=== block 1 ===
**Block 1: the metal 3 layer**

Scale: 3 px per um.
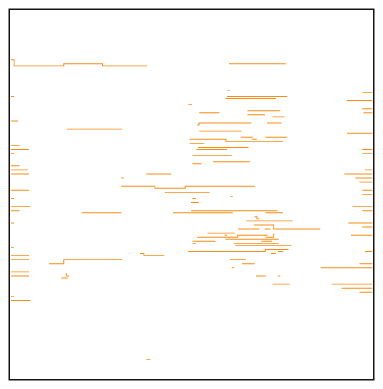

**src/rtl/memory_turn_ctrl.sv**
```systemverilog
// Turn sequencer for a two-player 4x4 memory (pairs) game: pick rule, pair
// check, scores, turn timeout, mismatch display delay and winner decision.
module memory_turn_ctrl #(
    parameter int TURN_TICKS = 15,
    parameter int SHOW_TICKS = 2
) (
    input  logic        clk,
    input  logic        rst,
    input  logic        start,
    input  logic        tick,
    input  logic        sel,
    input  logic [3:0]  pos,
    input  logic [3:0]  sym,
    output logic        player,
    output logic [15:0] face_up,
    output logic [15:0] matched,
    output logic [3:0]  score1,
    output logic [3:0]  score2,
    output logic [3:0]  timer,
    output logic [2:0]  state_o,
    output logic        pair_pulse,
    output logic        game_over,
    output logic [1:0]  winner
);
    localparam int SW = (SHOW_TICKS < 2) ? 1 : $clog2(SHOW_TICKS + 1);
    localparam logic [3:0]    TURN_LD  = 4'(TURN_TICKS);
    localparam logic [SW-1:0] SHOW_LD  = SW'(SHOW_TICKS);
    localparam logic [SW-1:0] SHOW_ONE = SW'(1);

    typedef enum logic [2:0] {
        IDLE  = 3'd0,
        PICK1 = 3'd1,
        PICK2 = 3'd2,
        CHECK = 3'd3,
        SHOW  = 3'd4,
        HIDE  = 3'd5,
        OVER  = 3'd6
    } state_t;

    state_t        state, state_n;
    logic          player_n, pulse_n, over_n;
    logic [15:0]   face_n, matched_n;
    logic [3:0]    s1_n, s2_n, timer_n;
    logic [3:0]    pos1, pos2, sym1, sym2;
    logic [3:0]    pos1_n, pos2_n, sym1_n, sym2_n;
    logic [SW-1:0] show_cnt, show_n;
    logic [1:0]    winner_n;
    logic [4:0]    total;
    logic          valid_sel;

    assign state_o   = state;
    assign valid_sel = sel && (state == PICK1 || state == PICK2) &&
                       !matched[pos] && !face_up[pos];

    always_ff @(posedge clk) begin
        if (!rst) begin
            state      <= IDLE;
            player     <= 1'b0;
            face_up    <= '0;
            matched    <= '0;
            score1     <= '0;
            score2     <= '0;
            timer      <= '0;
            pos1       <= '0;
            pos2       <= '0;
            sym1       <= '0;
            sym2       <= '0;
            show_cnt   <= '0;
            pair_pulse <= 1'b0;
            game_over  <= 1'b0;
            winner     <= '0;
        end else begin
            state      <= state_n;
            player     <= player_n;
            face_up    <= face_n;
            matched    <= matched_n;
            score1     <= s1_n;
            score2     <= s2_n;
            timer      <= timer_n;
            pos1       <= pos1_n;
            pos2       <= pos2_n;
            sym1       <= sym1_n;
            sym2       <= sym2_n;
            show_cnt   <= show_n;
            pair_pulse <= pulse_n;
            game_over  <= over_n;
            winner     <= winner_n;
        end
    end

    always_comb begin
        state_n   = state;
        player_n  = player;
        face_n    = face_up;
        matched_n = matched;
        s1_n      = score1;
        s2_n      = score2;
        timer_n   = timer;
        pos1_n    = pos1;
        pos2_n    = pos2;
        sym1_n    = sym1;
        sym2_n    = sym2;
        show_n    = show_cnt;
        pulse_n   = 1'b0;
        winner_n  = winner;
        total     = '0;
        case (state)
            IDLE, OVER: begin
                if (start) begin
                    face_n    = '0;
                    matched_n = '0;
                    s1_n      = '0;
                    s2_n      = '0;
                    player_n  = 1'b0;
                    timer_n   = TURN_LD;
                    winner_n  = '0;
                    state_n   = PICK1;
                end
            end
            PICK1, PICK2: begin
                // An accepted selection swallows a coincident tick
                if (valid_sel) begin
                    face_n[pos] = 1'b1;
                    if (state == PICK1) begin
                        pos1_n  = pos;
                        sym1_n  = sym;
                        timer_n = TURN_LD;
                        state_n = PICK2;
                    end else begin
                        pos2_n  = pos;
                        sym2_n  = sym;
                        state_n = CHECK;
                    end
                end else if (tick && timer != '0) begin
                    timer_n = timer - 4'd1;
                    if (timer == 4'd1) begin
                        if (state == PICK2)
                            face_n[pos1] = 1'b0;
                        player_n = ~player;
                        timer_n  = TURN_LD;
                        state_n  = PICK1;
                    end
                end
            end
            CHECK: begin
                if (sym1 == sym2) begin
                    face_n[pos1]    = 1'b0;
                    face_n[pos2]    = 1'b0;
                    matched_n[pos1] = 1'b1;
                    matched_n[pos2] = 1'b1;
                    if (player)
                        s2_n = score2 + 4'd1;
                    else
                        s1_n = score1 + 4'd1;
                    pulse_n = 1'b1;
                    total   = {1'b0, s1_n} + {1'b0, s2_n};
                    if (total == 5'd8) begin
                        state_n  = OVER;
                        winner_n = (s1_n > s2_n) ? 2'b01 :
                                   (s2_n > s1_n) ? 2'b10 : 2'b11;
                    end else begin
                        timer_n = TURN_LD;
                        state_n = PICK1;
                    end
                end else begin
                    show_n  = SHOW_LD;
                    state_n = SHOW;
                end
            end
            SHOW: begin
                if (show_cnt == '0) begin
                    state_n = HIDE;
                end else if (tick) begin
                    show_n = show_cnt - SHOW_ONE;
                    if (show_cnt == SHOW_ONE)
                        state_n = HIDE;
                end
            end
            HIDE: begin
                face_n[pos1] = 1'b0;
                face_n[pos2] = 1'b0;
                player_n     = ~player;
                timer_n      = TURN_LD;
                state_n      = PICK1;
            end
            default: state_n = IDLE;
        endcase
        over_n = (state_n == OVER);
    end
endmodule

```
**config.mk**
```make
export PLATFORM = sky130hd
export DESIGN_NAME = memory_turn_ctrl
export DESIGN_NICKNAME = d
export VERILOG_FILES = /design/src/rtl/memory_turn_ctrl.sv
export SDC_FILE = /design/constraint.sdc
export NUM_CORES = 1
export LEC_CHECK = 0
export ABC_AREA = 1
export CORE_AREA = 2 2 119 121
export DETAILED_ROUTE_END_ITERATION = 8
export DIE_AREA = 0 0 121 123
export SYNTH_ARGS = -nofsm -noshare
export SYNTH_HDL_FRONTEND = slang
export SYNTH_SLANG_ARGS = --single-unit
```
**constraint.sdc**
```tcl
create_clock -name clk -period 4.5 [get_ports clk]
set_clock_uncertainty 0.2 [all_clocks]
set_input_delay 0.45 -clock clk [delete_from_list [all_inputs] [get_ports clk]]
set_output_delay 0.45 -clock clk [all_outputs]
set_load 0.01 [all_outputs]
```
=== block 2 ===
File: src/rtl/mem_server_sync.sv
// Memory node for the NoC CNN accelerator: filter banks, ifmap and result buffer,
// serving packet read requests through a buffered response port.
module mem_server_sync #(
  parameter int unsigned NODE_W      = 5,
  parameter int unsigned VAL_W       = 8,
  parameter int unsigned PKT_W       = 2 + 2 * NODE_W + VAL_W,
  parameter int unsigned FILTER_SIZE = 3,
  parameter int unsigned NUM_FILTERS = 3,
  parameter int unsigned IFMAP_SIZE  = 7,
  parameter int unsigned OUT_SIZE    = 5,
  parameter int unsigned RESP_DEPTH  = 4
) (
  input  logic              clk,
  input  logic              rst,
  input  logic [NODE_W-1:0] node_id,
  input  logic              load_valid,
  output logic              load_ready,
  input  logic              load_sel,
  input  logic [VAL_W-1:0]  load_addr,
  input  logic [VAL_W-1:0]  load_data,
  input  logic              req_valid,
  output logic              req_ready,
  input  logic [PKT_W-1:0]  req_pkt,
  output logic              rsp_valid,
  input  logic              rsp_ready,
  output logic [PKT_W-1:0]  rsp_pkt,
  input  logic              rd_en,
  input  logic [VAL_W-1:0]  rd_addr,
  output logic [VAL_W-1:0]  rd_data,
  output logic              rd_valid,
  output logic              done,
  input  logic              done_ack,
  output logic              err
);

  localparam int unsigned FILT_N = FILTER_SIZE * FILTER_SIZE * NUM_FILTERS;
  localparam int unsigned IFM_N  = IFMAP_SIZE * IFMAP_SIZE;
  localparam int unsigned RES_N  = OUT_SIZE * OUT_SIZE * NUM_FILTERS;
  localparam int unsigned FI_W   = $clog2(FILT_N);
  localparam int unsigned II_W   = $clog2(IFM_N);
  localparam int unsigned RI_W   = $clog2(RES_N);
  localparam int unsigned RP_W   = $clog2(RES_N + 1);
  localparam int unsigned PTR_W  = $clog2(RESP_DEPTH);
  localparam int unsigned CNT_W  = $clog2(RESP_DEPTH + 1);

  localparam logic [VAL_W-1:0] FiltLim   = VAL_W'(FILT_N);
  localparam logic [VAL_W-1:0] IfmLim    = VAL_W'(IFM_N);
  localparam logic [VAL_W-1:0] ResLim    = VAL_W'(RES_N);
  localparam logic [VAL_W-1:0] FiltLast  = VAL_W'(FILT_N - 1);
  localparam logic [VAL_W-1:0] IfmLast   = VAL_W'(IFM_N - 1);
  localparam logic [RP_W-1:0]  ResLast   = RP_W'(RES_N - 1);
  localparam logic [PTR_W-1:0] PtrLast   = PTR_W'(RESP_DEPTH - 1);
  localparam logic [CNT_W-1:0] FifoDepth = CNT_W'(RESP_DEPTH);

  typedef enum logic [1:0] {
    PktResWr   = 2'b00,
    PktIfmRd   = 2'b01,
    PktFiltRd  = 2'b10,
    PktIllegal = 2'b11
  } pkt_type_e;

  logic [VAL_W-1:0] filt_mem [FILT_N];
  logic [VAL_W-1:0] ifm_mem  [IFM_N];
  logic [VAL_W-1:0] res_mem  [RES_N];
  logic [PKT_W-1:0] fifo_mem [RESP_DEPTH];

  logic             filt_loaded_q, ifm_loaded_q, done_q, err_q, rd_valid_q;
  logic [VAL_W-1:0] rd_data_q;
  logic [RP_W-1:0]  res_ptr_q;
  logic [PTR_W-1:0] wr_ptr_q, rd_ptr_q;
  logic [CNT_W-1:0] count_q;

  pkt_type_e         pkt_type;
  logic [NODE_W-1:0] req_src;
  logic [NODE_W-1:0] unused_dst;
  logic [VAL_W-1:0]  req_pay, rd_val, rb_val;
  logic [PKT_W-1:0]  rsp_new;
  logic              accept, push, pop, rd_oob, res_wr, illegal, ack;
  logic              load_filt, load_ifm, load_oob;

  // Request decode and array lookup; the read uses pre-edge contents so a
  // coincident preload returns the old value.
  always_comb begin
    pkt_type   = pkt_type_e'(req_pkt[PKT_W-1 -: 2]);
    unused_dst = req_pkt[PKT_W-3 -: NODE_W];
    req_src    = req_pkt[VAL_W +: NODE_W];
    req_pay    = req_pkt[VAL_W-1:0];
    accept     = req_valid & req_ready;
    push       = 1'b0;
    rd_oob     = 1'b0;
    rd_val     = '0;
    if (accept) begin
      unique case (pkt_type)
        PktIfmRd: begin
          push = 1'b1;
          if (req_pay < IfmLim) rd_val = ifm_mem[req_pay[II_W-1:0]];
          else                  rd_oob = 1'b1;
        end
        PktFiltRd: begin
          push = 1'b1;
          if (req_pay < FiltLim) rd_val = filt_mem[req_pay[FI_W-1:0]];
          else                   rd_oob = 1'b1;
        end
        default: ;
      endcase
    end
    res_wr    = accept && (pkt_type == PktResWr);
    illegal   = accept && (pkt_type == PktIllegal);
    rsp_new   = {pkt_type, req_src, node_id, rd_val};
    pop       = rsp_valid & rsp_ready;
    ack       = done_ack & done_q;
    load_filt = load_valid & ~load_sel & (load_addr < FiltLim);
    load_ifm  = load_valid & load_sel & (load_addr < IfmLim);
    load_oob  = load_valid & ~(load_filt | load_ifm);
    rb_val    = (rd_addr < ResLim) ? res_mem[rd_addr[RI_W-1:0]] : '0;
  end

  // Storage arrays
  always_ff @(posedge clk) begin
    if (rst) begin
      for (int i = 0; i < int'(FILT_N); i++) filt_mem[i] <= '0;
      for (int i = 0; i < int'(IFM_N); i++)  ifm_mem[i]  <= '0;
      for (int i = 0; i < int'(RES_N); i++)  res_mem[i]  <= '0;
    end else begin
      if (load_filt) filt_mem[load_addr[FI_W-1:0]] <= load_data;
      if (load_ifm)  ifm_mem[load_addr[II_W-1:0]]  <= load_data;
      if (res_wr)    res_mem[res_ptr_q[RI_W-1:0]]  <= req_pay;
    end
  end

  // Frame control, flags and readback
  always_ff @(posedge clk) begin
    if (rst) begin
      filt_loaded_q <= 1'b0;
      ifm_loaded_q  <= 1'b0;
      done_q        <= 1'b0;
      err_q         <= 1'b0;
      res_ptr_q     <= '0;
      rd_valid_q    <= 1'b0;
      rd_data_q     <= '0;
    end else begin
      if (load_filt && load_addr == FiltLast) filt_loaded_q <= 1'b1;
      // A final ifmap write on the ack edge starts the next frame immediately.
      if (load_ifm && load_addr == IfmLast) ifm_loaded_q <= 1'b1;
      else if (ack)                         ifm_loaded_q <= 1'b0;
      err_q <= err_q | load_oob | rd_oob | illegal;
      if (ack) begin
        done_q    <= 1'b0;
        res_ptr_q <= '0;
      end else if (res_wr) begin
        res_ptr_q <= res_ptr_q + RP_W'(1);
        if (res_ptr_q == ResLast) done_q <= 1'b1;
      end
      rd_valid_q <= rd_en;
      if (rd_en) rd_data_q <= rb_val;
    end
  end

  // Response FIFO
  always_ff @(posedge clk) begin
    if (rst) begin
      for (int i = 0; i < int'(RESP_DEPTH); i++) fifo_mem[i] <= '0;
      wr_ptr_q <= '0;
      rd_ptr_q <= '0;
      count_q  <= '0;
    end else begin
      if (push) begin
        fifo_mem[wr_ptr_q] <= rsp_new;
        wr_ptr_q <= (wr_ptr_q == PtrLast) ? '0 : wr_ptr_q + PTR_W'(1);
      end
      if (pop) rd_ptr_q <= (rd_ptr_q == PtrLast) ? '0 : rd_ptr_q + PTR_W'(1);
      if (push && !pop)      count_q <= count_q + CNT_W'(1);
      else if (pop && !push) count_q <= count_q - CNT_W'(1);
    end
  end

  assign load_ready = 1'b1;
  assign req_ready  = filt_loaded_q & ifm_loaded_q & ~done_q & (count_q < FifoDepth);
  assign rsp_valid  = (count_q != '0);
  assign rsp_pkt    = fifo_mem[rd_ptr_q];
  assign rd_data    = rd_data_q;
  assign rd_valid   = rd_valid_q;
  assign done       = done_q;
  assign err        = err_q;

endmodule
File: config.mk
export PLATFORM = sky130hd
export DESIGN_NAME = mem_server_sync
export DESIGN_NICKNAME = d
export VERILOG_FILES = /design/src/rtl/mem_server_sync.sv
export SDC_FILE = /design/constraint.sdc
export NUM_CORES = 2
export LEC_CHECK = 0
export CAP_MARGIN = 20
export CORE_AREA = 4 4 535 537
export CTS_CLUSTER_DIAMETER = 200
export CTS_CLUSTER_SIZE = 30
export DETAILED_ROUTE_END_ITERATION = 12
export DIE_AREA = 0 0 539 541
export PLACE_DENSITY = 0.46
export SLEW_MARGIN = 20
export SYNTH_ARGS = -nofsm -noshare
export SYNTH_HDL_FRONTEND = slang
export SYNTH_SLANG_ARGS = --single-unit
File: constraint.sdc
create_clock -name clk -period 6.7 [get_ports clk]
set_input_delay 1.675 -clock clk [delete_from_list [all_inputs] [get_ports clk]]
set_output_delay 1.675 -clock clk [all_outputs]
set_load 0.005 [all_outputs]

## Gallery

Metal 2.
Plate I
Scale: 1 px per um.
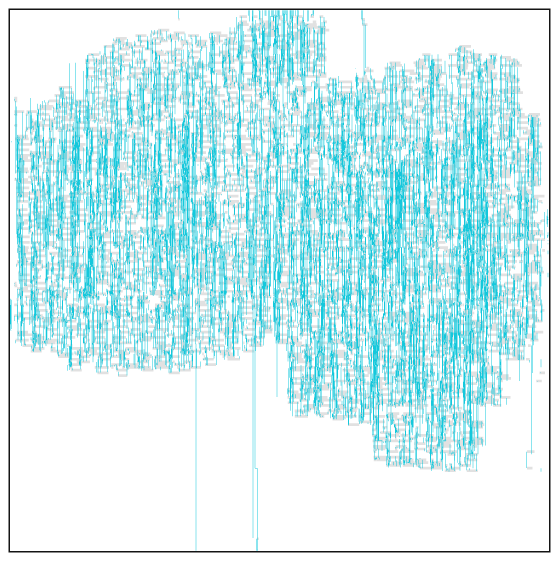
Plate II
Scale: 2 px per um.
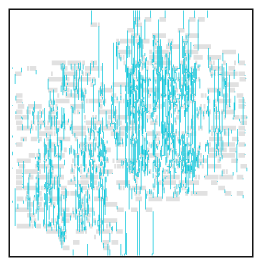
- largest die: Plate I
Plate II -> block 1
Plate I -> block 2

**Block 1: metal 4**

Scale: 3 px per um. Supply wires on this layer in gray.
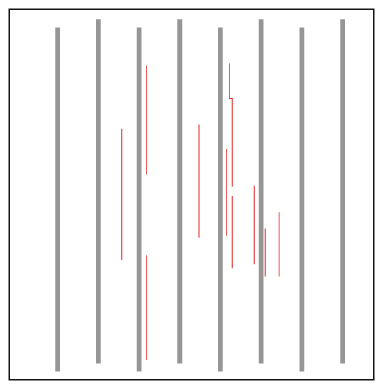
longest straight run: 43.5 um
share of all routed wire: 2.4%
nets with wire on the layer: 8
wire length on this layer: 308 um
DRT Wirelength: 12700 um
via count: 4425

## Picture notes: 'the metal 3 layer' of block 1
wire length on this layer: 873 um
nets with wire on the layer: 85
main direction: horizontal
share of all routed wire: 6.9%
met3 usage: 3.87%

==> results.yml, block 1 <==
# physical design summary
synthesis:
  avgSynthCellArea_um2: 6.34
  top_logic_kind: "simple AND/OR/NAND/NOR gates"
  fa_ha_area_share_pct: 4.85
  simple_gate_area_share_pct: 26.6
floorplan:
  die_h_um: 123
  fp_util_pct: 31.5
outcome:
  status: "completed"
drt:
  remaining_drc_errors: 0
clock_tree:
  cts_buffers: 9
global_route:
  grt-busiest-layer: "met2"
placement:
  place_inst: 902
  dp_hpwl_um: 9220
sta:
  tns_ns: 0
  max_slew_margin_pct: 28.4
power_and_ir_drop:
  p_clk_mw: 0.681
  vdd_drop_max_mv: 0.335
final_layout:
  final_core_util_pct: 39.4
-- block 1: worst paths after layout --
| path | startpoint | to | slack (ns) | cells after the start |
|---|---|---|---|---|
| min reg2reg | winner[0] | winner[0] | 0.27 | 2 |
| max reg2reg | player | timer[1] | 1.51 | 14 |
| max | pos[0] | face_up[3] | 1.31 | 13 |
| min | winner[0] | winner[0] | 0.27 | 2 |
-- block 1: placed cells by master, fill, tap and decap left out, drive strengths merged --
master	count
a31oi	2
and3	1
xnor2	3
clkdlybuf4s50	64
nor3	1
clkbuf	14
clkinv	2
xor2	7
nand3b	1
nand4	1
or2	4
inv	87
ha	15
o211ai	2
o21ai	99
buf	4
nor3b	1
nand3	14
fa	1
dfxtp	70
clkinvlp	2
a21oi	84
a221oi	1
nor2	104
nand2	149
a211oi	4
a2111oi	1
-- block 1: kinds of logic after synthesis --
family | Yosys count
and+or+nand+nor | 276
DFF | 70
adders and majority gates | 16
AOI/OAI and AO/OA | 193
buffers and inverters | 111
xor gates and xnor gates | 10
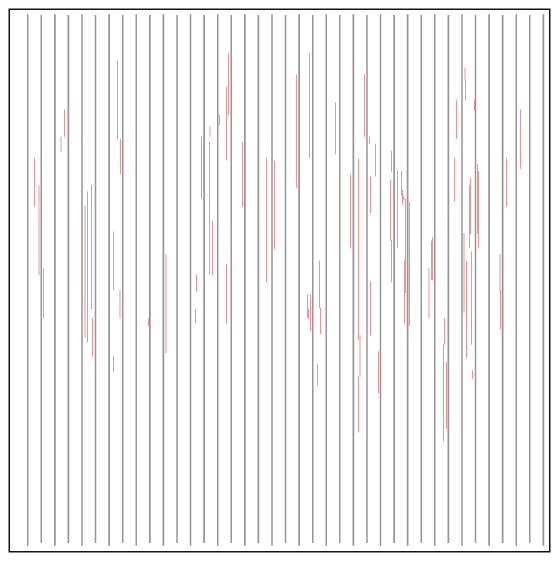
**Above:** block 2 (metal 4).
Scale: 1 px per um. Supply wires on this layer in gray.
longest straight run: 182 um
wire length on this layer: 4490 um
share of all routed wire: 2.0%
nets with wire on the layer: 44
main direction: vertical
via count: 42800
DRT Wirelength: 226000 um

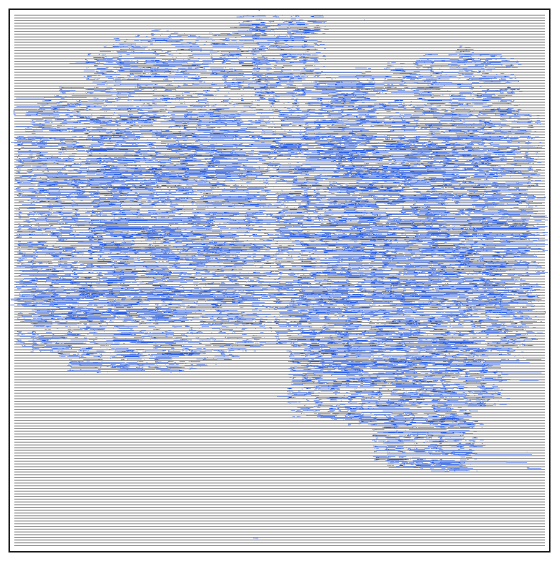
**Above:** block 2 (the metal 1 layer).
Scale: 1 px per um. Supply wires on this layer in gray.
wire length on this layer: 97.8 mm
longest straight run: 178 um
main direction: horizontal
nets with wire on the layer: 5023
share of all routed wire: 43%
GRT met1 Usage: 20.4%

==> results.yml, block 2 <==
# physical design summary
sta:
  setup_violations: 0
final_layout:
  seq_share_pct: 61.0
  final-comb-area_um2: 24200
  most-common-layout-cells: "edfxtp_1 (1744), and2_1 (739), mux4_2 (433)"
  comb_share_pct: 27.9
  final.fill_count: 27700
setup_path:
  cp_max_fo: 14
  crit_path_start_kind: "input pin"
floorplan:
  taps: 3743
  die_area_um2: 292000
placement:
  post-place-ws_ns: 1.23
  place.gp.congestion: 0.774
synthesis:
  ys_area_um2: 78500
  fa_ha_area_share_pct: 0.169
  edf_count: 1744
  synthMuxAreaShare_pct: 14.3
  top_logic_kind: "multiplexers"
  synthXorXnorAreaFrac_pct: 0.0781
  most_common_cell: "edfxtp_1"
clock_tree:
  cts_hold_buf: 0
  ctsResizeCount: 0
global_route:
  grt_usage_pct: 15.2
outcome:
  status: "completed"
drt:
  routed_via_density: 4.84
## block 2: worst paths after layout
| kind | startpoint | to | slack (ns) | cells past startpoint |
|---|---|---|---|---|
| worst max-delay path | req_pkt[19] | fifo_mem[0][10] | 2.03 | 9 |
| worst min-delay path | rd_ptr_q[1] | flip-flop | 0.49 | 2 |
| worst max register to register | filt_loaded_q | res_mem[39][1] | 3.13 | 7 |
| worst min register to register | rd_ptr_q[1] | flip-flop | 0.49 | 2 |
## block 2: power breakdown
group / switching, mW / leakage (nW) / internal, mW
clock network: 3.50 / 0.949 / 2.03
registers: 0.124 / 16.7 / 12.6
logic: 1.04 / 11.1 / 0.651
## block 2: layer usage
metal | part of all wire (%) | global-route usage [%] | vias to the layer above
met2 | 51 | 26.4 | 882
met4 | 2.0 | 3.03 | 0
met3 | 4.1 | 1.82 | 176
met5 | 0 | 0 | -
met1 | 43 | 20.4 | 22700
li1 | - | - | 19100
## block 2: worst max-delay path, delay by kind of cell
kind	cells	cell delay, ns
buf+inv	4	1.42
fa+ha+maj	1	0.33
simple gates	4	1.66

=== block 3 ===
`src/rtl/store_output_port_if.sv`:
```
// Handshake bundle for store_output_port: CPU store snoop inputs plus the
// valid/ready stream toward the external consumer.
interface store_output_port_if #(
  parameter int ADDR_W = 8,
  parameter int DATA_W = 16,
  parameter int OFF_W  = 4
);
  logic              mw;
  logic [ADDR_W-1:0] mw_addr;
  logic [DATA_W-1:0] mw_data;
  logic              out_valid;
  logic              out_ready;
  logic [OFF_W-1:0]  out_addr;
  logic [DATA_W-1:0] out_data;

  modport master (
    output mw, mw_addr, mw_data, out_ready,
    input  out_valid, out_addr, out_data
  );

  modport slave (
    input  mw, mw_addr, mw_data, out_ready,
    output out_valid, out_addr, out_data
  );
endinterface

```
`src/rtl/store_output_port.sv`:
```
// Memory-mapped output port: captures CPU stores into an I/O window, queues them
// in a first-word-fall-through FIFO and keeps a last-value register for LEDs.
// Optional drop counter output enabled by defining STORE_PORT_DROP_CNT_EN.
module store_output_port #(
  parameter int              ADDR_W    = 8,
  parameter int              DATA_W    = 16,
  parameter logic [ADDR_W-1:0] PORT_BASE = 8'hF0,
  parameter logic [ADDR_W-1:0] PORT_MASK = 8'hF0,
  parameter int              DEPTH     = 4
) (
  input  logic                     i_clk,
  input  logic                     i_rst,
  store_output_port_if.slave       bus,
  input  logic                     i_ovf_clr,
  output logic [$clog2(DEPTH):0]   o_level,
  output logic                     o_overflow,
`ifdef STORE_PORT_DROP_CNT_EN
  output logic [7:0]               o_drop_cnt,
`endif
  output logic [DATA_W-1:0]        o_led_value
);

  function automatic int mask_ones();
    int n;
    n = 0;
    for (int i = 0; i < ADDR_W; i++) if (PORT_MASK[i]) n++;
    return n;
  endfunction

  localparam int PTR_W   = $clog2(DEPTH);
  localparam int LVL_W   = PTR_W + 1;
  localparam int OFF_W   = ADDR_W - mask_ones();
  localparam int ENTRY_W = OFF_W + DATA_W;

  // Packs the address bits outside the mask, LSB first, into the offset field.
  function automatic logic [OFF_W-1:0] addr_offset(input logic [ADDR_W-1:0] a);
    logic [OFF_W-1:0] r;
    int j;
    r = '0;
    j = 0;
    for (int i = 0; i < ADDR_W; i++) begin
      if (!PORT_MASK[i]) begin
        r[j] = a[i];
        j++;
      end
    end
    return r;
  endfunction

  logic [ENTRY_W-1:0] r_mem [DEPTH];
  logic [PTR_W-1:0]   r_wr_ptr;
  logic [PTR_W-1:0]   r_rd_ptr;
  logic [LVL_W-1:0]   r_level;
  logic               r_overflow;
  logic [DATA_W-1:0]  r_led;
  logic               r_out_valid;
  logic [OFF_W-1:0]   r_out_addr;
  logic [DATA_W-1:0]  r_out_data;

  logic               w_hit;
  logic               w_full;
  logic               w_pop;
  logic               w_push;
  logic               w_drop;
  logic [ENTRY_W-1:0] w_entry;
  logic [PTR_W-1:0]   w_rd_ptr_nxt;
  logic [LVL_W-1:0]   w_level_nxt;
  logic [ENTRY_W-1:0] w_head_nxt;

  always_comb begin
    w_hit        = bus.mw & ((bus.mw_addr & PORT_MASK) == PORT_BASE);
    w_full       = (r_level == LVL_W'(DEPTH));
    w_pop        = r_out_valid & bus.out_ready;
    w_push       = w_hit & (~w_full | w_pop);
    w_drop       = w_hit & w_full & ~w_pop;
    w_entry      = {addr_offset(bus.mw_addr), bus.mw_data};
    w_rd_ptr_nxt = w_pop ? r_rd_ptr + PTR_W'(1) : r_rd_ptr;
    w_level_nxt  = r_level;
    if (w_push && !w_pop) w_level_nxt = r_level + LVL_W'(1);
    if (w_pop && !w_push) w_level_nxt = r_level - LVL_W'(1);
    // The incoming entry becomes head when it lands in the slot the head pointer moves to.
    if (w_push && (r_wr_ptr == w_rd_ptr_nxt)) w_head_nxt = w_entry;
    else                                      w_head_nxt = r_mem[w_rd_ptr_nxt];
    if (w_level_nxt == '0) w_head_nxt = '0;
  end

  always_ff @(posedge i_clk) begin
    if (!i_rst && w_push) r_mem[r_wr_ptr] <= w_entry;
  end

  always_ff @(posedge i_clk) begin
    if (i_rst) begin
      r_wr_ptr    <= '0;
      r_rd_ptr    <= '0;
      r_level     <= '0;
      r_overflow  <= 1'b0;
      r_led       <= '0;
      r_out_valid <= 1'b0;
      r_out_addr  <= '0;
      r_out_data  <= '0;
    end else begin
      if (w_push) r_wr_ptr <= r_wr_ptr + PTR_W'(1);
      r_rd_ptr    <= w_rd_ptr_nxt;
      r_level     <= w_level_nxt;
      if (w_drop)         r_overflow <= 1'b1;
      else if (i_ovf_clr) r_overflow <= 1'b0;
      if (w_hit) r_led <= bus.mw_data;
      r_out_valid <= (w_level_nxt != '0);
      r_out_addr  <= w_head_nxt[ENTRY_W-1:DATA_W];
      r_out_data  <= w_head_nxt[DATA_W-1:0];
    end
  end

`ifdef STORE_PORT_DROP_CNT_EN
  logic [7:0] r_drop_cnt;

  always_ff @(posedge i_clk) begin
    if (i_rst) begin
      r_drop_cnt <= '0;
    end else if (i_ovf_clr) begin
      r_drop_cnt <= w_drop ? 8'd1 : 8'd0;
    end else if (w_drop && (r_drop_cnt != 8'hFF)) begin
      r_drop_cnt <= r_drop_cnt + 8'd1;
    end
  end

  assign o_drop_cnt = r_drop_cnt;
`endif

  assign bus.out_valid = r_out_valid;
  assign bus.out_addr  = r_out_addr;
  assign bus.out_data  = r_out_data;
  assign o_level       = r_level;
  assign o_overflow    = r_overflow;
  assign o_led_value   = r_led;

endmodule

```
`src/flat_wrapper.sv`:
```
// flat-port wrapper written by rule: the top's interface ports become plain ports
module store_output_port_flat 
#(
  parameter int              ADDR_W    = 8,
  parameter int              DATA_W    = 16,
  parameter logic [ADDR_W-1:0] PORT_BASE = 8'hF0,
  parameter logic [ADDR_W-1:0] PORT_MASK = 8'hF0,
  parameter int              DEPTH     = 4
)
  (i_clk, i_rst, i_ovf_clr, o_level, o_overflow, o_led_value, bus_mw, bus_mw_addr, bus_mw_data, bus_out_ready, bus_out_valid, bus_out_addr, bus_out_data);
  store_output_port_if #(.ADDR_W(ADDR_W), .DATA_W(DATA_W), .OFF_W(4)) bus_i ();
  input  logic i_clk;
  input  logic i_rst;
  input  logic i_ovf_clr;
  output logic [$clog2(DEPTH):0] o_level;
  output logic o_overflow;
  output logic [DATA_W-1:0] o_led_value;
  input wire logic [$bits(bus_i.mw)-1:0] bus_mw;
  input wire logic [$bits(bus_i.mw_addr)-1:0] bus_mw_addr;
  input wire logic [$bits(bus_i.mw_data)-1:0] bus_mw_data;
  input wire logic [$bits(bus_i.out_ready)-1:0] bus_out_ready;
  output wire logic [$bits(bus_i.out_valid)-1:0] bus_out_valid;
  output wire logic [$bits(bus_i.out_addr)-1:0] bus_out_addr;
  output wire logic [$bits(bus_i.out_data)-1:0] bus_out_data;
  assign bus_i.mw = bus_mw;
  assign bus_i.mw_addr = bus_mw_addr;
  assign bus_i.mw_data = bus_mw_data;
  assign bus_i.out_ready = bus_out_ready;
  assign bus_out_valid = bus_i.out_valid;
  assign bus_out_addr = bus_i.out_addr;
  assign bus_out_data = bus_i.out_data;
  store_output_port #(.ADDR_W(ADDR_W), .DATA_W(DATA_W), .PORT_BASE(PORT_BASE), .PORT_MASK(PORT_MASK), .DEPTH(DEPTH)) u_core (.i_clk(i_clk), .i_rst(i_rst), .bus(bus_i), .i_ovf_clr(i_ovf_clr), .o_level(o_level), .o_overflow(o_overflow), .o_led_value(o_led_value));
endmodule
```
`config.mk`:
```
export PLATFORM = sky130hd
export DESIGN_NAME = store_output_port_flat
export DESIGN_NICKNAME = d
export VERILOG_FILES = /design/src/rtl/store_output_port_if.sv /design/src/rtl/store_output_port.sv /design/src/flat_wrapper.sv
export SDC_FILE = /design/constraint.sdc
export NUM_CORES = 1
export LEC_CHECK = 0
export CORE_ASPECT_RATIO = 0.7
export CORE_MARGIN = 2
export CORE_UTILIZATION = 54
export CTS_CLUSTER_SIZE = 20
export DETAILED_ROUTE_END_ITERATION = 8
export HOLD_SLACK_MARGIN = 0.05
export PLACE_DENSITY = 0.76
export SYNTH_ARGS = -nofsm -noshare
export SYNTH_HDL_FRONTEND = slang
export SYNTH_SLANG_ARGS = --single-unit
```
`constraint.sdc`:
```
create_clock -name i_clk -period 2.7 [get_ports i_clk]
set_clock_uncertainty 0.2 [all_clocks]
set_input_delay 0.54 -clock i_clk [delete_from_list [all_inputs] [get_ports i_clk]]
set_output_delay 0.54 -clock i_clk [all_outputs]
set_load 0.05 [all_outputs]
```
=== block 4 ===
File: src/rtl/fetch_pkg.sv
// Shared types and defaults for the instruction fetch controller.
// Holds the FSM state enum, default parameters and the queue entry.
package fetch_pkg;

   typedef enum logic [1:0] {
      IDLE  = 2'd0,
      RUN   = 2'd1,
      FAULT = 2'd2
   } fetch_state_t;

   localparam logic [31:0] DEF_RESET_PC  = 32'h0000_0000;
   localparam int unsigned DEF_MEM_BYTES = 256;

   typedef struct packed {
      logic [31:0] instr;
      logic [31:0] pc;
   } fetch_entry_t;

   // Misaligned or past the last full word of memory.
   function automatic logic pc_illegal(
      input logic [31:0] pc,
      input logic [31:0] mem_bytes
   );
      return (pc[1:0] != 2'b00) || (pc > (mem_bytes - 32'd4));
   endfunction

endpackage

File: src/rtl/fetch_queue.sv
// Two-entry fetch FIFO with push/pop/flush; entry 0 is always the head.
// Ports: clk, reset, push, push_data, pop, flush -> count, head.
module fetch_queue
   import fetch_pkg::*;
(
   input  logic         clk,
   input  logic         reset,
   input  logic         push,
   input  fetch_entry_t push_data,
   input  logic         pop,
   input  logic         flush,
   output logic [1:0]   count,
   output fetch_entry_t head
);

   fetch_entry_t e0;
   fetch_entry_t e1;
   logic         do_pop;
   logic         do_push;

   // Flush beats everything; a push into a full queue needs a pop.
   assign do_pop  = pop && (count != 2'd0) && !flush;
   assign do_push = push && !flush && ((count != 2'd2) || do_pop);
   assign head    = e0;

   always_ff @(posedge clk or posedge reset) begin
      if (reset) begin
         e0    <= '0;
         e1    <= '0;
         count <= 2'd0;
      end else if (flush) begin
         count <= 2'd0;
      end else begin
         case ({do_push, do_pop})
            2'b10: begin
               if (count == 2'd0) e0 <= push_data;
               else               e1 <= push_data;
               count <= count + 2'd1;
            end
            2'b01: begin
               e0    <= e1;
               count <= count - 2'd1;
            end
            2'b11: begin
               if (count == 2'd1) begin
                  e0 <= push_data;
               end else begin
                  e0 <= e1;
                  e1 <= push_data;
               end
            end
            default: ;
         endcase
      end
   end

endmodule

File: src/rtl/instr_fetch_ctrl.sv
// Instruction fetch controller: IDLE/RUN/FAULT FSM feeding a 2-entry queue.
// Ports: clk, reset, enable, imem_pc/imem_instr, redirect_*, out_*, fault*.
module instr_fetch_ctrl
   import fetch_pkg::*;
#(
   parameter logic [31:0] RESET_PC  = DEF_RESET_PC,
   parameter int unsigned MEM_BYTES = DEF_MEM_BYTES,
   parameter int unsigned QDEPTH    = 2
) (
   input  logic        clk,
   input  logic        reset,
   input  logic        enable,
   output logic [31:0] imem_pc,
   input  logic [31:0] imem_instr,
   input  logic        redirect_valid,
   input  logic [31:0] redirect_pc,
   output logic        out_valid,
   input  logic        out_ready,
   output logic [31:0] out_instr,
   output logic [31:0] out_pc,
   output logic        fault,
   output logic [31:0] fault_pc
);

   localparam logic [31:0] MB32  = 32'(MEM_BYTES);
   localparam logic [1:0]  QFULL = 2'(QDEPTH);

   fetch_state_t state;
   fetch_state_t state_nx;
   logic [31:0]  pc;
   logic [31:0]  pc_nx;
   logic [31:0]  fault_pc_nx;
   logic [1:0]   count;
   fetch_entry_t head;
   fetch_entry_t push_data;
   logic         pc_bad;
   logic         rd_bad;
   logic         pop;
   logic         push;

   assign imem_pc   = pc;
   assign out_valid = (count != 2'd0);
   assign out_instr = head.instr;
   assign out_pc    = head.pc;
   assign fault     = (state == FAULT);

   assign pop    = out_valid && out_ready;
   assign pc_bad = pc_illegal(pc, MB32);
   assign rd_bad = pc_illegal(redirect_pc, MB32);

   // An illegal PC never reaches the queue, so a wrap is caught here.
   assign push = (state == RUN) && enable && !redirect_valid
              && !pc_bad && ((count != QFULL) || pop);

   assign push_data = '{instr: imem_instr, pc: pc};

   always_ff @(posedge clk or posedge reset) begin
      if (reset) begin
         state    <= IDLE;
         pc       <= RESET_PC;
         fault_pc <= 32'd0;
      end else begin
         state    <= state_nx;
         pc       <= pc_nx;
         fault_pc <= fault_pc_nx;
      end
   end

   always_comb begin
      state_nx    = state;
      pc_nx       = pc;
      fault_pc_nx = fault_pc;
      if (redirect_valid) begin
         pc_nx = redirect_pc;
         if (rd_bad) begin
            state_nx    = FAULT;
            fault_pc_nx = redirect_pc;
         end else if (state == FAULT) begin
            state_nx = RUN;
         end else begin
            state_nx = enable ? RUN : IDLE;
         end
      end else begin
         if (push) pc_nx = pc + 32'd4;
         case (state)
            IDLE: begin
               if (pc_bad) begin
                  state_nx    = FAULT;
                  fault_pc_nx = pc;
               end else if (enable) begin
                  state_nx = RUN;
               end
            end
            RUN: begin
               if (pc_bad) begin
                  state_nx    = FAULT;
                  fault_pc_nx = pc;
               end else if (!enable) begin
                  state_nx = IDLE;
               end
            end
            FAULT:   ;
            default: state_nx = IDLE;
         endcase
      end
   end

   fetch_queue u_queue (
      .clk       (clk),
      .reset     (reset),
      .push      (push),
      .push_data (push_data),
      .pop       (pop),
      .flush     (redirect_valid),
      .count     (count),
      .head      (head)
   );

endmodule

File: config.mk
export PLATFORM = sky130hd
export DESIGN_NAME = instr_fetch_ctrl
export DESIGN_NICKNAME = d
export VERILOG_FILES = /design/src/rtl/fetch_pkg.sv /design/src/rtl/fetch_queue.sv /design/src/rtl/instr_fetch_ctrl.sv
export SDC_FILE = /design/constraint.sdc
export NUM_CORES = 1
export LEC_CHECK = 0
export ABC_CLOCK_PERIOD_IN_PS = 6000
export CORE_UTILIZATION = 51
export DETAILED_ROUTE_END_ITERATION = 10
export GPL_ROUTABILITY_DRIVEN = 0
export PLACE_DENSITY = 0.86
export SLEW_MARGIN = 20
export SYNTH_ARGS = -nofsm -noshare
export SYNTH_HDL_FRONTEND = slang
export SYNTH_HIERARCHICAL = 1
export SYNTH_SLANG_ARGS = --single-unit
File: constraint.sdc
create_clock -name clk -period 6 [get_ports clk]
set_clock_uncertainty 0.1 [all_clocks]
set_input_delay 1.2 -clock clk [delete_from_list [all_inputs] [get_ports clk]]
set_output_delay 1.2 -clock clk [all_outputs]
set_load 0.005 [all_outputs]
=== block 5 ===
## src/rtl/chime_scheduler.sv

```systemverilog
// chime_scheduler
// Buzzer scheduler for a 12-hour clock. It arbitrates three beep sources:
// alarm (highest), hourly chime, and key-press beep (lowest).
// An hourly chime sounds N beeps at the top of hour N. Each beep is one cycle
// on and one cycle off. An alarm toggles the buzzer for up to 60 cycles,
// or until the user presses stop.
//
// Ports
//   CP         in   system clock (1 Hz); all state changes on rising edge
//   nCR        in   asynchronous active-low reset
//   tell       in   hourly-chime enable
//   Hour12     in   [7:0] BCD hour, valid 8'h01..8'h12
//   Minute     in   [7:0] BCD minute
//   Second     in   [7:0] BCD second
//   alarm_hit  in   alarm-match request
//   alarm_stop in   cancels an active alarm
//   key_beep   in   key-press beep request
//   Di         out  buzzer drive (registered)
//   Tone       out  [1:0] active source: 00 none, 01 key, 10 chime, 11 alarm
//   Busy       out  high whenever the scheduler is not idle
//   Remain     out  [3:0] chime beeps still to sound after the current one
module chime_scheduler (
    input  logic       CP,
    input  logic       nCR,
    input  logic       tell,
    input  logic [7:0] Hour12,
    input  logic [7:0] Minute,
    input  logic [7:0] Second,
    input  logic       alarm_hit,
    input  logic       alarm_stop,
    input  logic       key_beep,
    output logic       Di,
    output logic [1:0] Tone,
    output logic       Busy,
    output logic [3:0] Remain
);

    typedef enum logic [2:0] {
        ST_IDLE      = 3'd0,
        ST_KEY       = 3'd1,
        ST_CHIME_ON  = 3'd2,
        ST_CHIME_OFF = 3'd3,
        ST_ALARM     = 3'd4
    } state_t;

    localparam logic [1:0] TONE_NONE  = 2'b00;
    localparam logic [1:0] TONE_KEY   = 2'b01;
    localparam logic [1:0] TONE_CHIME = 2'b10;
    localparam logic [1:0] TONE_ALARM = 2'b11;

    localparam logic [5:0] ALARM_LEN = 6'd59;

    state_t     state_r;
    logic       di_r;
    logic [1:0] tone_r;
    logic [3:0] remain_r;
    logic [5:0] alarm_cnt_r;

    logic       trigger_s;
    logic [3:0] chime_n_s;

    // A BCD hour is valid only if both nibbles are decimal digits and the value is 01..12.
    function automatic logic hour_valid(input logic [7:0] h);
        logic v;
        v = 1'b0;
        if (h[7:4] == 4'd0) begin
            v = (h[3:0] >= 4'd1) && (h[3:0] <= 4'd9);
        end else if (h[7:4] == 4'd1) begin
            v = (h[3:0] <= 4'd2);
        end else begin
            v = 1'b0;
        end
        return v;
    endfunction

    // Convert a BCD hour to binary. The tens digit is only 0 or 1 when the hour is valid.
    function automatic logic [3:0] hour_to_bin(input logic [7:0] h);
        logic [3:0] b;
        if (h[4]) begin
            b = h[3:0] + 4'd10;
        end else begin
            b = h[3:0];
        end
        return b;
    endfunction

    // Top-of-hour chime request decode and beep count.
    always_comb begin
        trigger_s = tell && (Minute == 8'h00) && (Second == 8'h00) && hour_valid(Hour12);
        chime_n_s = hour_to_bin(Hour12);
    end

    // Scheduler FSM. Each edge sets Di and Tone for the state being entered.
    always_ff @(posedge CP or negedge nCR) begin
        if (!nCR) begin
            state_r     <= ST_IDLE;
            di_r        <= 1'b0;
            tone_r      <= TONE_NONE;
            remain_r    <= 4'd0;
            alarm_cnt_r <= 6'd0;
        end else begin
            case (state_r)
                ST_IDLE: begin
                    if (alarm_hit) begin
                        state_r     <= ST_ALARM;
                        di_r        <= 1'b1;
                        tone_r      <= TONE_ALARM;
                        alarm_cnt_r <= ALARM_LEN;
                        remain_r    <= 4'd0;
                    end else if (trigger_s) begin
                        state_r  <= ST_CHIME_ON;
                        di_r     <= 1'b1;
                        tone_r   <= TONE_CHIME;
                        remain_r <= chime_n_s - 4'd1;
                    end else if (key_beep) begin
                        state_r <= ST_KEY;
                        di_r    <= 1'b1;
                        tone_r  <= TONE_KEY;
                    end else begin
                        state_r <= ST_IDLE;
                        di_r    <= 1'b0;
                        tone_r  <= TONE_NONE;
                    end
                end
                // Key and chime states can be pre-empted by an alarm. The alarm discards any beeps still owed.
                ST_KEY, ST_CHIME_ON, ST_CHIME_OFF: begin
                    if (alarm_hit) begin
                        state_r     <= ST_ALARM;
                        di_r        <= 1'b1;
                        tone_r      <= TONE_ALARM;
                        alarm_cnt_r <= ALARM_LEN;
                        remain_r    <= 4'd0;
                    end else if (state_r == ST_CHIME_ON) begin
                        state_r <= ST_CHIME_OFF;
                        di_r    <= 1'b0;
                        tone_r  <= TONE_CHIME;
                    end else if ((state_r == ST_CHIME_OFF) && (remain_r != 4'd0)) begin
                        state_r  <= ST_CHIME_ON;
                        di_r     <= 1'b1;
                        tone_r   <= TONE_CHIME;
                        remain_r <= remain_r - 4'd1;
                    end else begin
                        state_r <= ST_IDLE;
                        di_r    <= 1'b0;
                        tone_r  <= TONE_NONE;
                    end
                end
                // The alarm runs counter values 59..0, which is 60 cycles. A new alarm_hit does not restart it.
                ST_ALARM: begin
                    if (alarm_stop || (alarm_cnt_r == 6'd0)) begin
                        state_r     <= ST_IDLE;
                        di_r        <= 1'b0;
                        tone_r      <= TONE_NONE;
                        alarm_cnt_r <= 6'd0;
                    end else begin
                        state_r     <= ST_ALARM;
                        di_r        <= ~di_r;
                        tone_r      <= TONE_ALARM;
                        alarm_cnt_r <= alarm_cnt_r - 6'd1;
                    end
                end
                default: begin
                    state_r     <= ST_IDLE;
                    di_r        <= 1'b0;
                    tone_r      <= TONE_NONE;
                    remain_r    <= 4'd0;
                    alarm_cnt_r <= 6'd0;
                end
            endcase
        end
    end

    assign Di     = di_r;
    assign Tone   = tone_r;
    assign Busy   = (state_r != ST_IDLE);
    assign Remain = remain_r;

endmodule

```

## config.mk

```make
export PLATFORM = sky130hd
export DESIGN_NAME = chime_scheduler
export DESIGN_NICKNAME = d
export VERILOG_FILES = /design/src/rtl/chime_scheduler.sv
export SDC_FILE = /design/constraint.sdc
export NUM_CORES = 1
export LEC_CHECK = 0
export CORE_UTILIZATION = 40
export CTS_CLUSTER_DIAMETER = 120
export DETAILED_ROUTE_END_ITERATION = 10
export GPL_ROUTABILITY_DRIVEN = 0
export GPL_TIMING_DRIVEN = 0
export PLACE_DENSITY = 0.74
export SKIP_CTS_REPAIR_TIMING = 1
export SYNTH_ARGS = -nofsm -noshare
export SYNTH_HDL_FRONTEND = slang
export SYNTH_SLANG_ARGS = --single-unit
export TNS_END_PERCENT = 20
```

## constraint.sdc

```tcl
create_clock -name CP -period 1.65 [get_ports CP]
set_input_delay 0.33 -clock CP [delete_from_list [all_inputs] [get_ports CP]]
set_output_delay 0.33 -clock CP [all_outputs]
set_load 0.02 [all_outputs]
```

**Block 5: I/O pins on the die edge**

Scale: 6 px per um. Pins as bars across the die edge, other pins in gray.
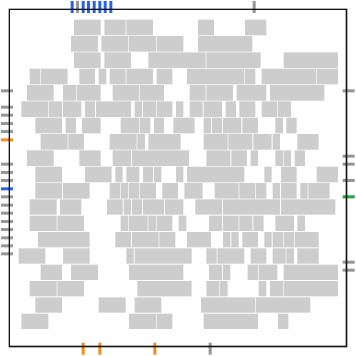
legend:
  Di:
    color: green
    pins: 1
    direction: output
    edge: right
  Remain:
    color: orange
    pins: 4
    direction: output
    edge: 3 bottom, 1 left
  Minute:
    color: blue
    pins: 8
    direction: input
    edge: 7 top, 1 left
Port Buffers: 35
die height: 56.0 um
die width: 56.0 um

==> results.yml, block 5 <==
# physical design summary
outcome:
  status: "complete, but fails checks"
  violations: "negative setup slack"
global_route:
  grt_usage_pct: 18.5
clock_tree:
  cts.sinks: 16
power_and_ir_drop:
  p_clk_share_pct: 17.8
  intPower_mw: 0.905
  power_leader: "combinational cells"
setup_path:
  worstRegToRegCells: 7
  cp-startpoint: "Remain[1]"
  path_delay_family: "simple AND/OR/NAND/NOR gates"
  max_stage_delay_ns: 0.44
floorplan:
  ioPinCount: 38
sta:
  setup_violations: 5
  setup_slack_ns: -0.116
  finClkSkew_ns: 0.00954
  hold_viol_final: 0
  period_minus_slack_ns: 1.77
synthesis:
  yosysWarnings: 0
final_layout:
  drive_gt1_share_pct: 26.7
drt:
  wire_per_inst_um: 14.8
block 5: placed cells by master, fill, tap and decap left out, drive strengths merged, types with 2 or more instances in the layout:
cell type      count
a21oi              6
a31o               2
buf               15
clkbuf             5
clkdlybuf4s50      8
dfrtp             16
dlymetal6s2s      26
ha                 6
inv               12
mux2i              2
nand2              8
nand2b             2
nand3              2
nand3b             2
nand4              2
nor2              13
nor3               2
nor4               6
o2111ai            2
o211ai             3
o21ai             10
o22ai              3
o311ai             3
or3                3
or4                3
xnor2              4
block 5: metal layers:
layer / track usage, % / wire length [um]
met3: 2.56 / 129
met5: 0 / 0
met2: 35.4 / 1640
met1: 20.8 / 1320
met4: 6.27 / 21
block 5: final cells by class:
| cell class | instances | area (um2) | share of cell area, % |
|---|---|---|---|
| well taps | 31 | 38.8 | 2.09 |
| inverters | 12 | 45.0 | 2.43 |
| plain buffers | 4 | 26.3 | 1.42 |
| repair buffers | 46 | 493 | 26.6 |
| clock buffers | 4 | 36.3 | 1.96 |
| multi-input cells | 98 | 811 | 43.7 |
| flip-flops and latches | 16 | 404 | 21.8 |
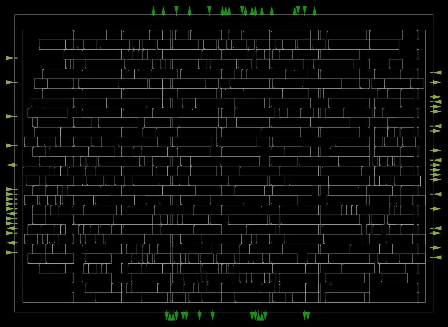
**Above:** block 3 (cell placement).
Filler Cells Inserted: 539
Seq/total area: 51.1%
final instance count without filler cells: 543
Seq cells: 125
Tap Cells: 120

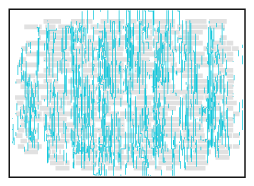
**Above:** block 3 (metal 2).
Scale: 2 px per um.
wire length on this layer: 5340 um
share of all routed wire: 49%
main direction: vertical
met2 Usage GRT: 38.6%
DRT Wirelength: 10900 um

==> results.yml, block 3 <==
# physical design summary
drt:
  antenna_left: 0
  drt_iter0_markers: 181
sta:
  min_period_over_period_pct: 88.8
  worst_pin_slew_ns: 0.537
  whs_ns: 0.254
global_route:
  grt_max_degree: 27
  grt_usage_pct: 24.9
setup_path:
  r2r_end: "u_core.bus.out_data[4]"
  crit_end: "o_level[2]"
  end_kind: "primary output"
clock_tree:
  clock_latency_ns: 0.42
synthesis:
  yosysWarnings: 0
  yosys.area.top_type: "edfxtp_1"
outcome:
  status: "completed"
worst_hold_path:
  worstHoldStart: "u_core.o_led_value[7]"
placement:
  place_inst: 511
[block 3: logic make-up after synthesis]
kind of cell,count (synthesis),synth area share (%)
flip-flops,125,68.3
multiplexers,44,14.6
XOR/XNOR,6,1.37
adder cells (fa/ha/maj),7,1.81
AND/OR/NAND/NOR,62,5.48
buffers and inverters,28,3.05
AND-OR/OR-AND,43,5.40
[block 3: registers in the layout, summed over array words and instances (netlist names)]
register and cells:
u_core.bus.out_addr 4, u_core.bus.out_data 16, u_core.bus.out_valid 1, u_core.o_led_value 16
u_core.o_level 3, u_core.o_overflow 1, u_core.r_mem 80, u_core.r_rd_ptr 2
u_core.r_wr_ptr 2
[block 3: through the flow]
stage / setup slack (ns) / instance area, um2 / setup TNS [ns]
after detailed placement: -0.0217 / 5900 / -0.0486
after global placement: 0.0195 / 5900 / 0
after floorplan: 0.0869 / 4840 / 0
after CTS: 0.292 / 6470 / 0
final: 0.301 / 6470 / 0
after global routing: 0.187 / 6470 / 0
[block 3: layout make-up]
type	instances	area [um2]
Clock buffer	27	513
Inverter	9	33.8
Timing Repair Buffer	95	998
Sequential cell	125	3300
Multi-Input combinational cell	162	1410
Fill cell	539	2120
Tap cell	120	150
Clock inverter	5	56.3
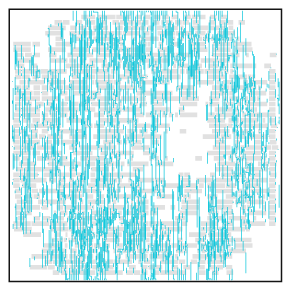
**Above:** block 4 (metal 2).
Scale: 2 px per um.
wire length on this layer: 10300 um
nets with wire on the layer: 837
main direction: vertical
share of all routed wire: 48%
DRT Wirelength: 21600 um
via count: 6556
met2 Usage GRT: 38.5%

==> results.yml, block 4 <==
# physical design summary
outcome:
  status: "completed"
global_route:
  grt_use_met1_pct: 32.4
floorplan:
  ioPinCount: 199
  die_h_um: 135
  die_area_um2: 18300
power_and_ir_drop:
  p_clk_mw: 1.11
  comb_power_mw: 0.385
sta:
  worst_pin_slew_ns: 1.03
  max_slew_margin_pct: 31.6
synthesis:
  edf_count: 0
  ys_cells: 740
setup_path:
  cp_max_fo: 36
  end_kind: "flip-flop"
  worstSetupPathType: "in -> reg"
  crit_path_start_kind: "input pin"
  max_stage_delay_ns: 0.60
final_layout:
  layout.nets: 976
  syn2layout_area_growth_pct: 28.5
clock_tree:
  cts_hold_buf: 0
  h-tree-depth: 4
drt:
  remaining_drc_errors: 0
  antenna_left: 0
  drt_iter0_markers: 374
[block 4: layout make-up]
cell class | instances | area, um2 | share of cell area, %
inverter | 12 | 50.0 | 0.429
sequential | 196 | 4900 | 42.0
tap | 225 | 282 | 2.41
clock inverter | 12 | 131 | 1.13
timing repair buffer | 207 | 2060 | 17.7
clock buffer | 19 | 443 | 3.80
multi-input combinational | 469 | 3790 | 32.5
[block 4: path summary, 6_finish.rpt]
kind / startpoint / end / slack, ns / cells past startpoint
setup / recovery: out_ready / u_queue/e1[30] / 1.78 / 8
hold / removal: u_queue/e1[13] / u_queue/e1[13] / 0.41 / 1
setup reg to reg: imem_pc[30] / u_queue/e1[30] / 2.03 / 7
hold reg to reg: u_queue/e1[13] / u_queue/e1[13] / 0.41 / 1
max in group asynchronous: reset / u_queue/head[13] / 3.41 / 3
min in group asynchronous: reset / u_queue/head[6] / 1.19 / 2
[block 4: per-layer routing]
metal	vias up	wire, um
met1	3217	9350
met5	-	0
met3	45	1280
met4	0	697
li1	3063	-
met2	231	10300
[block 4: per-stage QoR]
stage	cell area (um2)	std cells
after CTS	11600	1139
after global placement	11100	1108
after global routing	11700	1140
after detailed placement	11100	1108
after floorplan	9080	740
final	11700	1140


==> notes/layouts.md <==
Pictures saved along the way, in no particular order.

Cell placement.
image #1
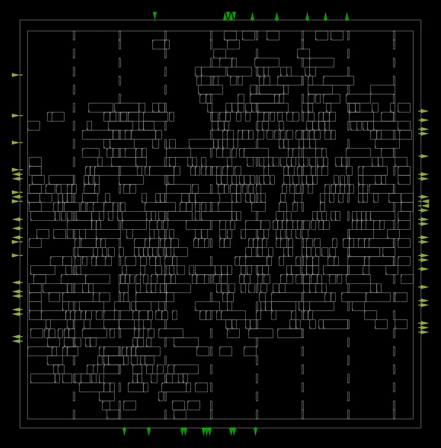
image #2
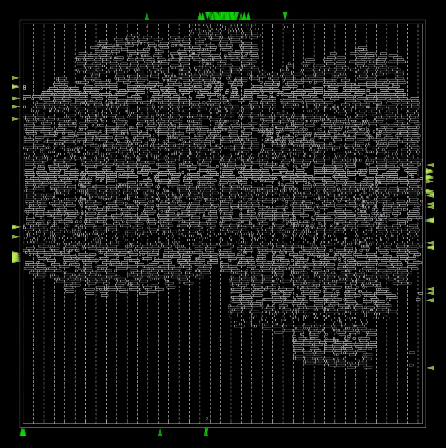
image #3
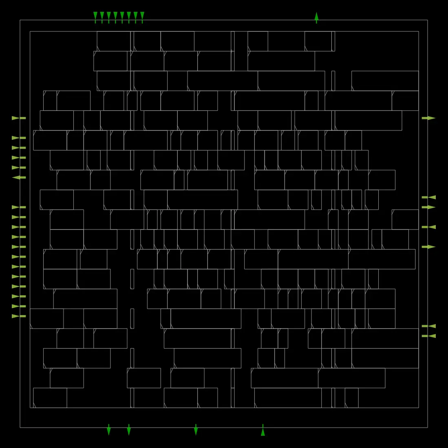
image #4
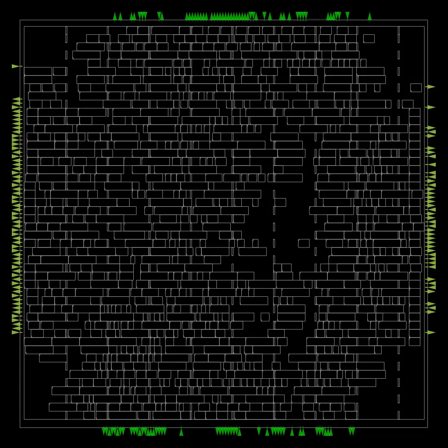
block 2: image #2
block 5: image #3
block 4: image #4
block 1: image #1
Of these, fewest cells: image #3

Power and IR drop assume default switching activity.
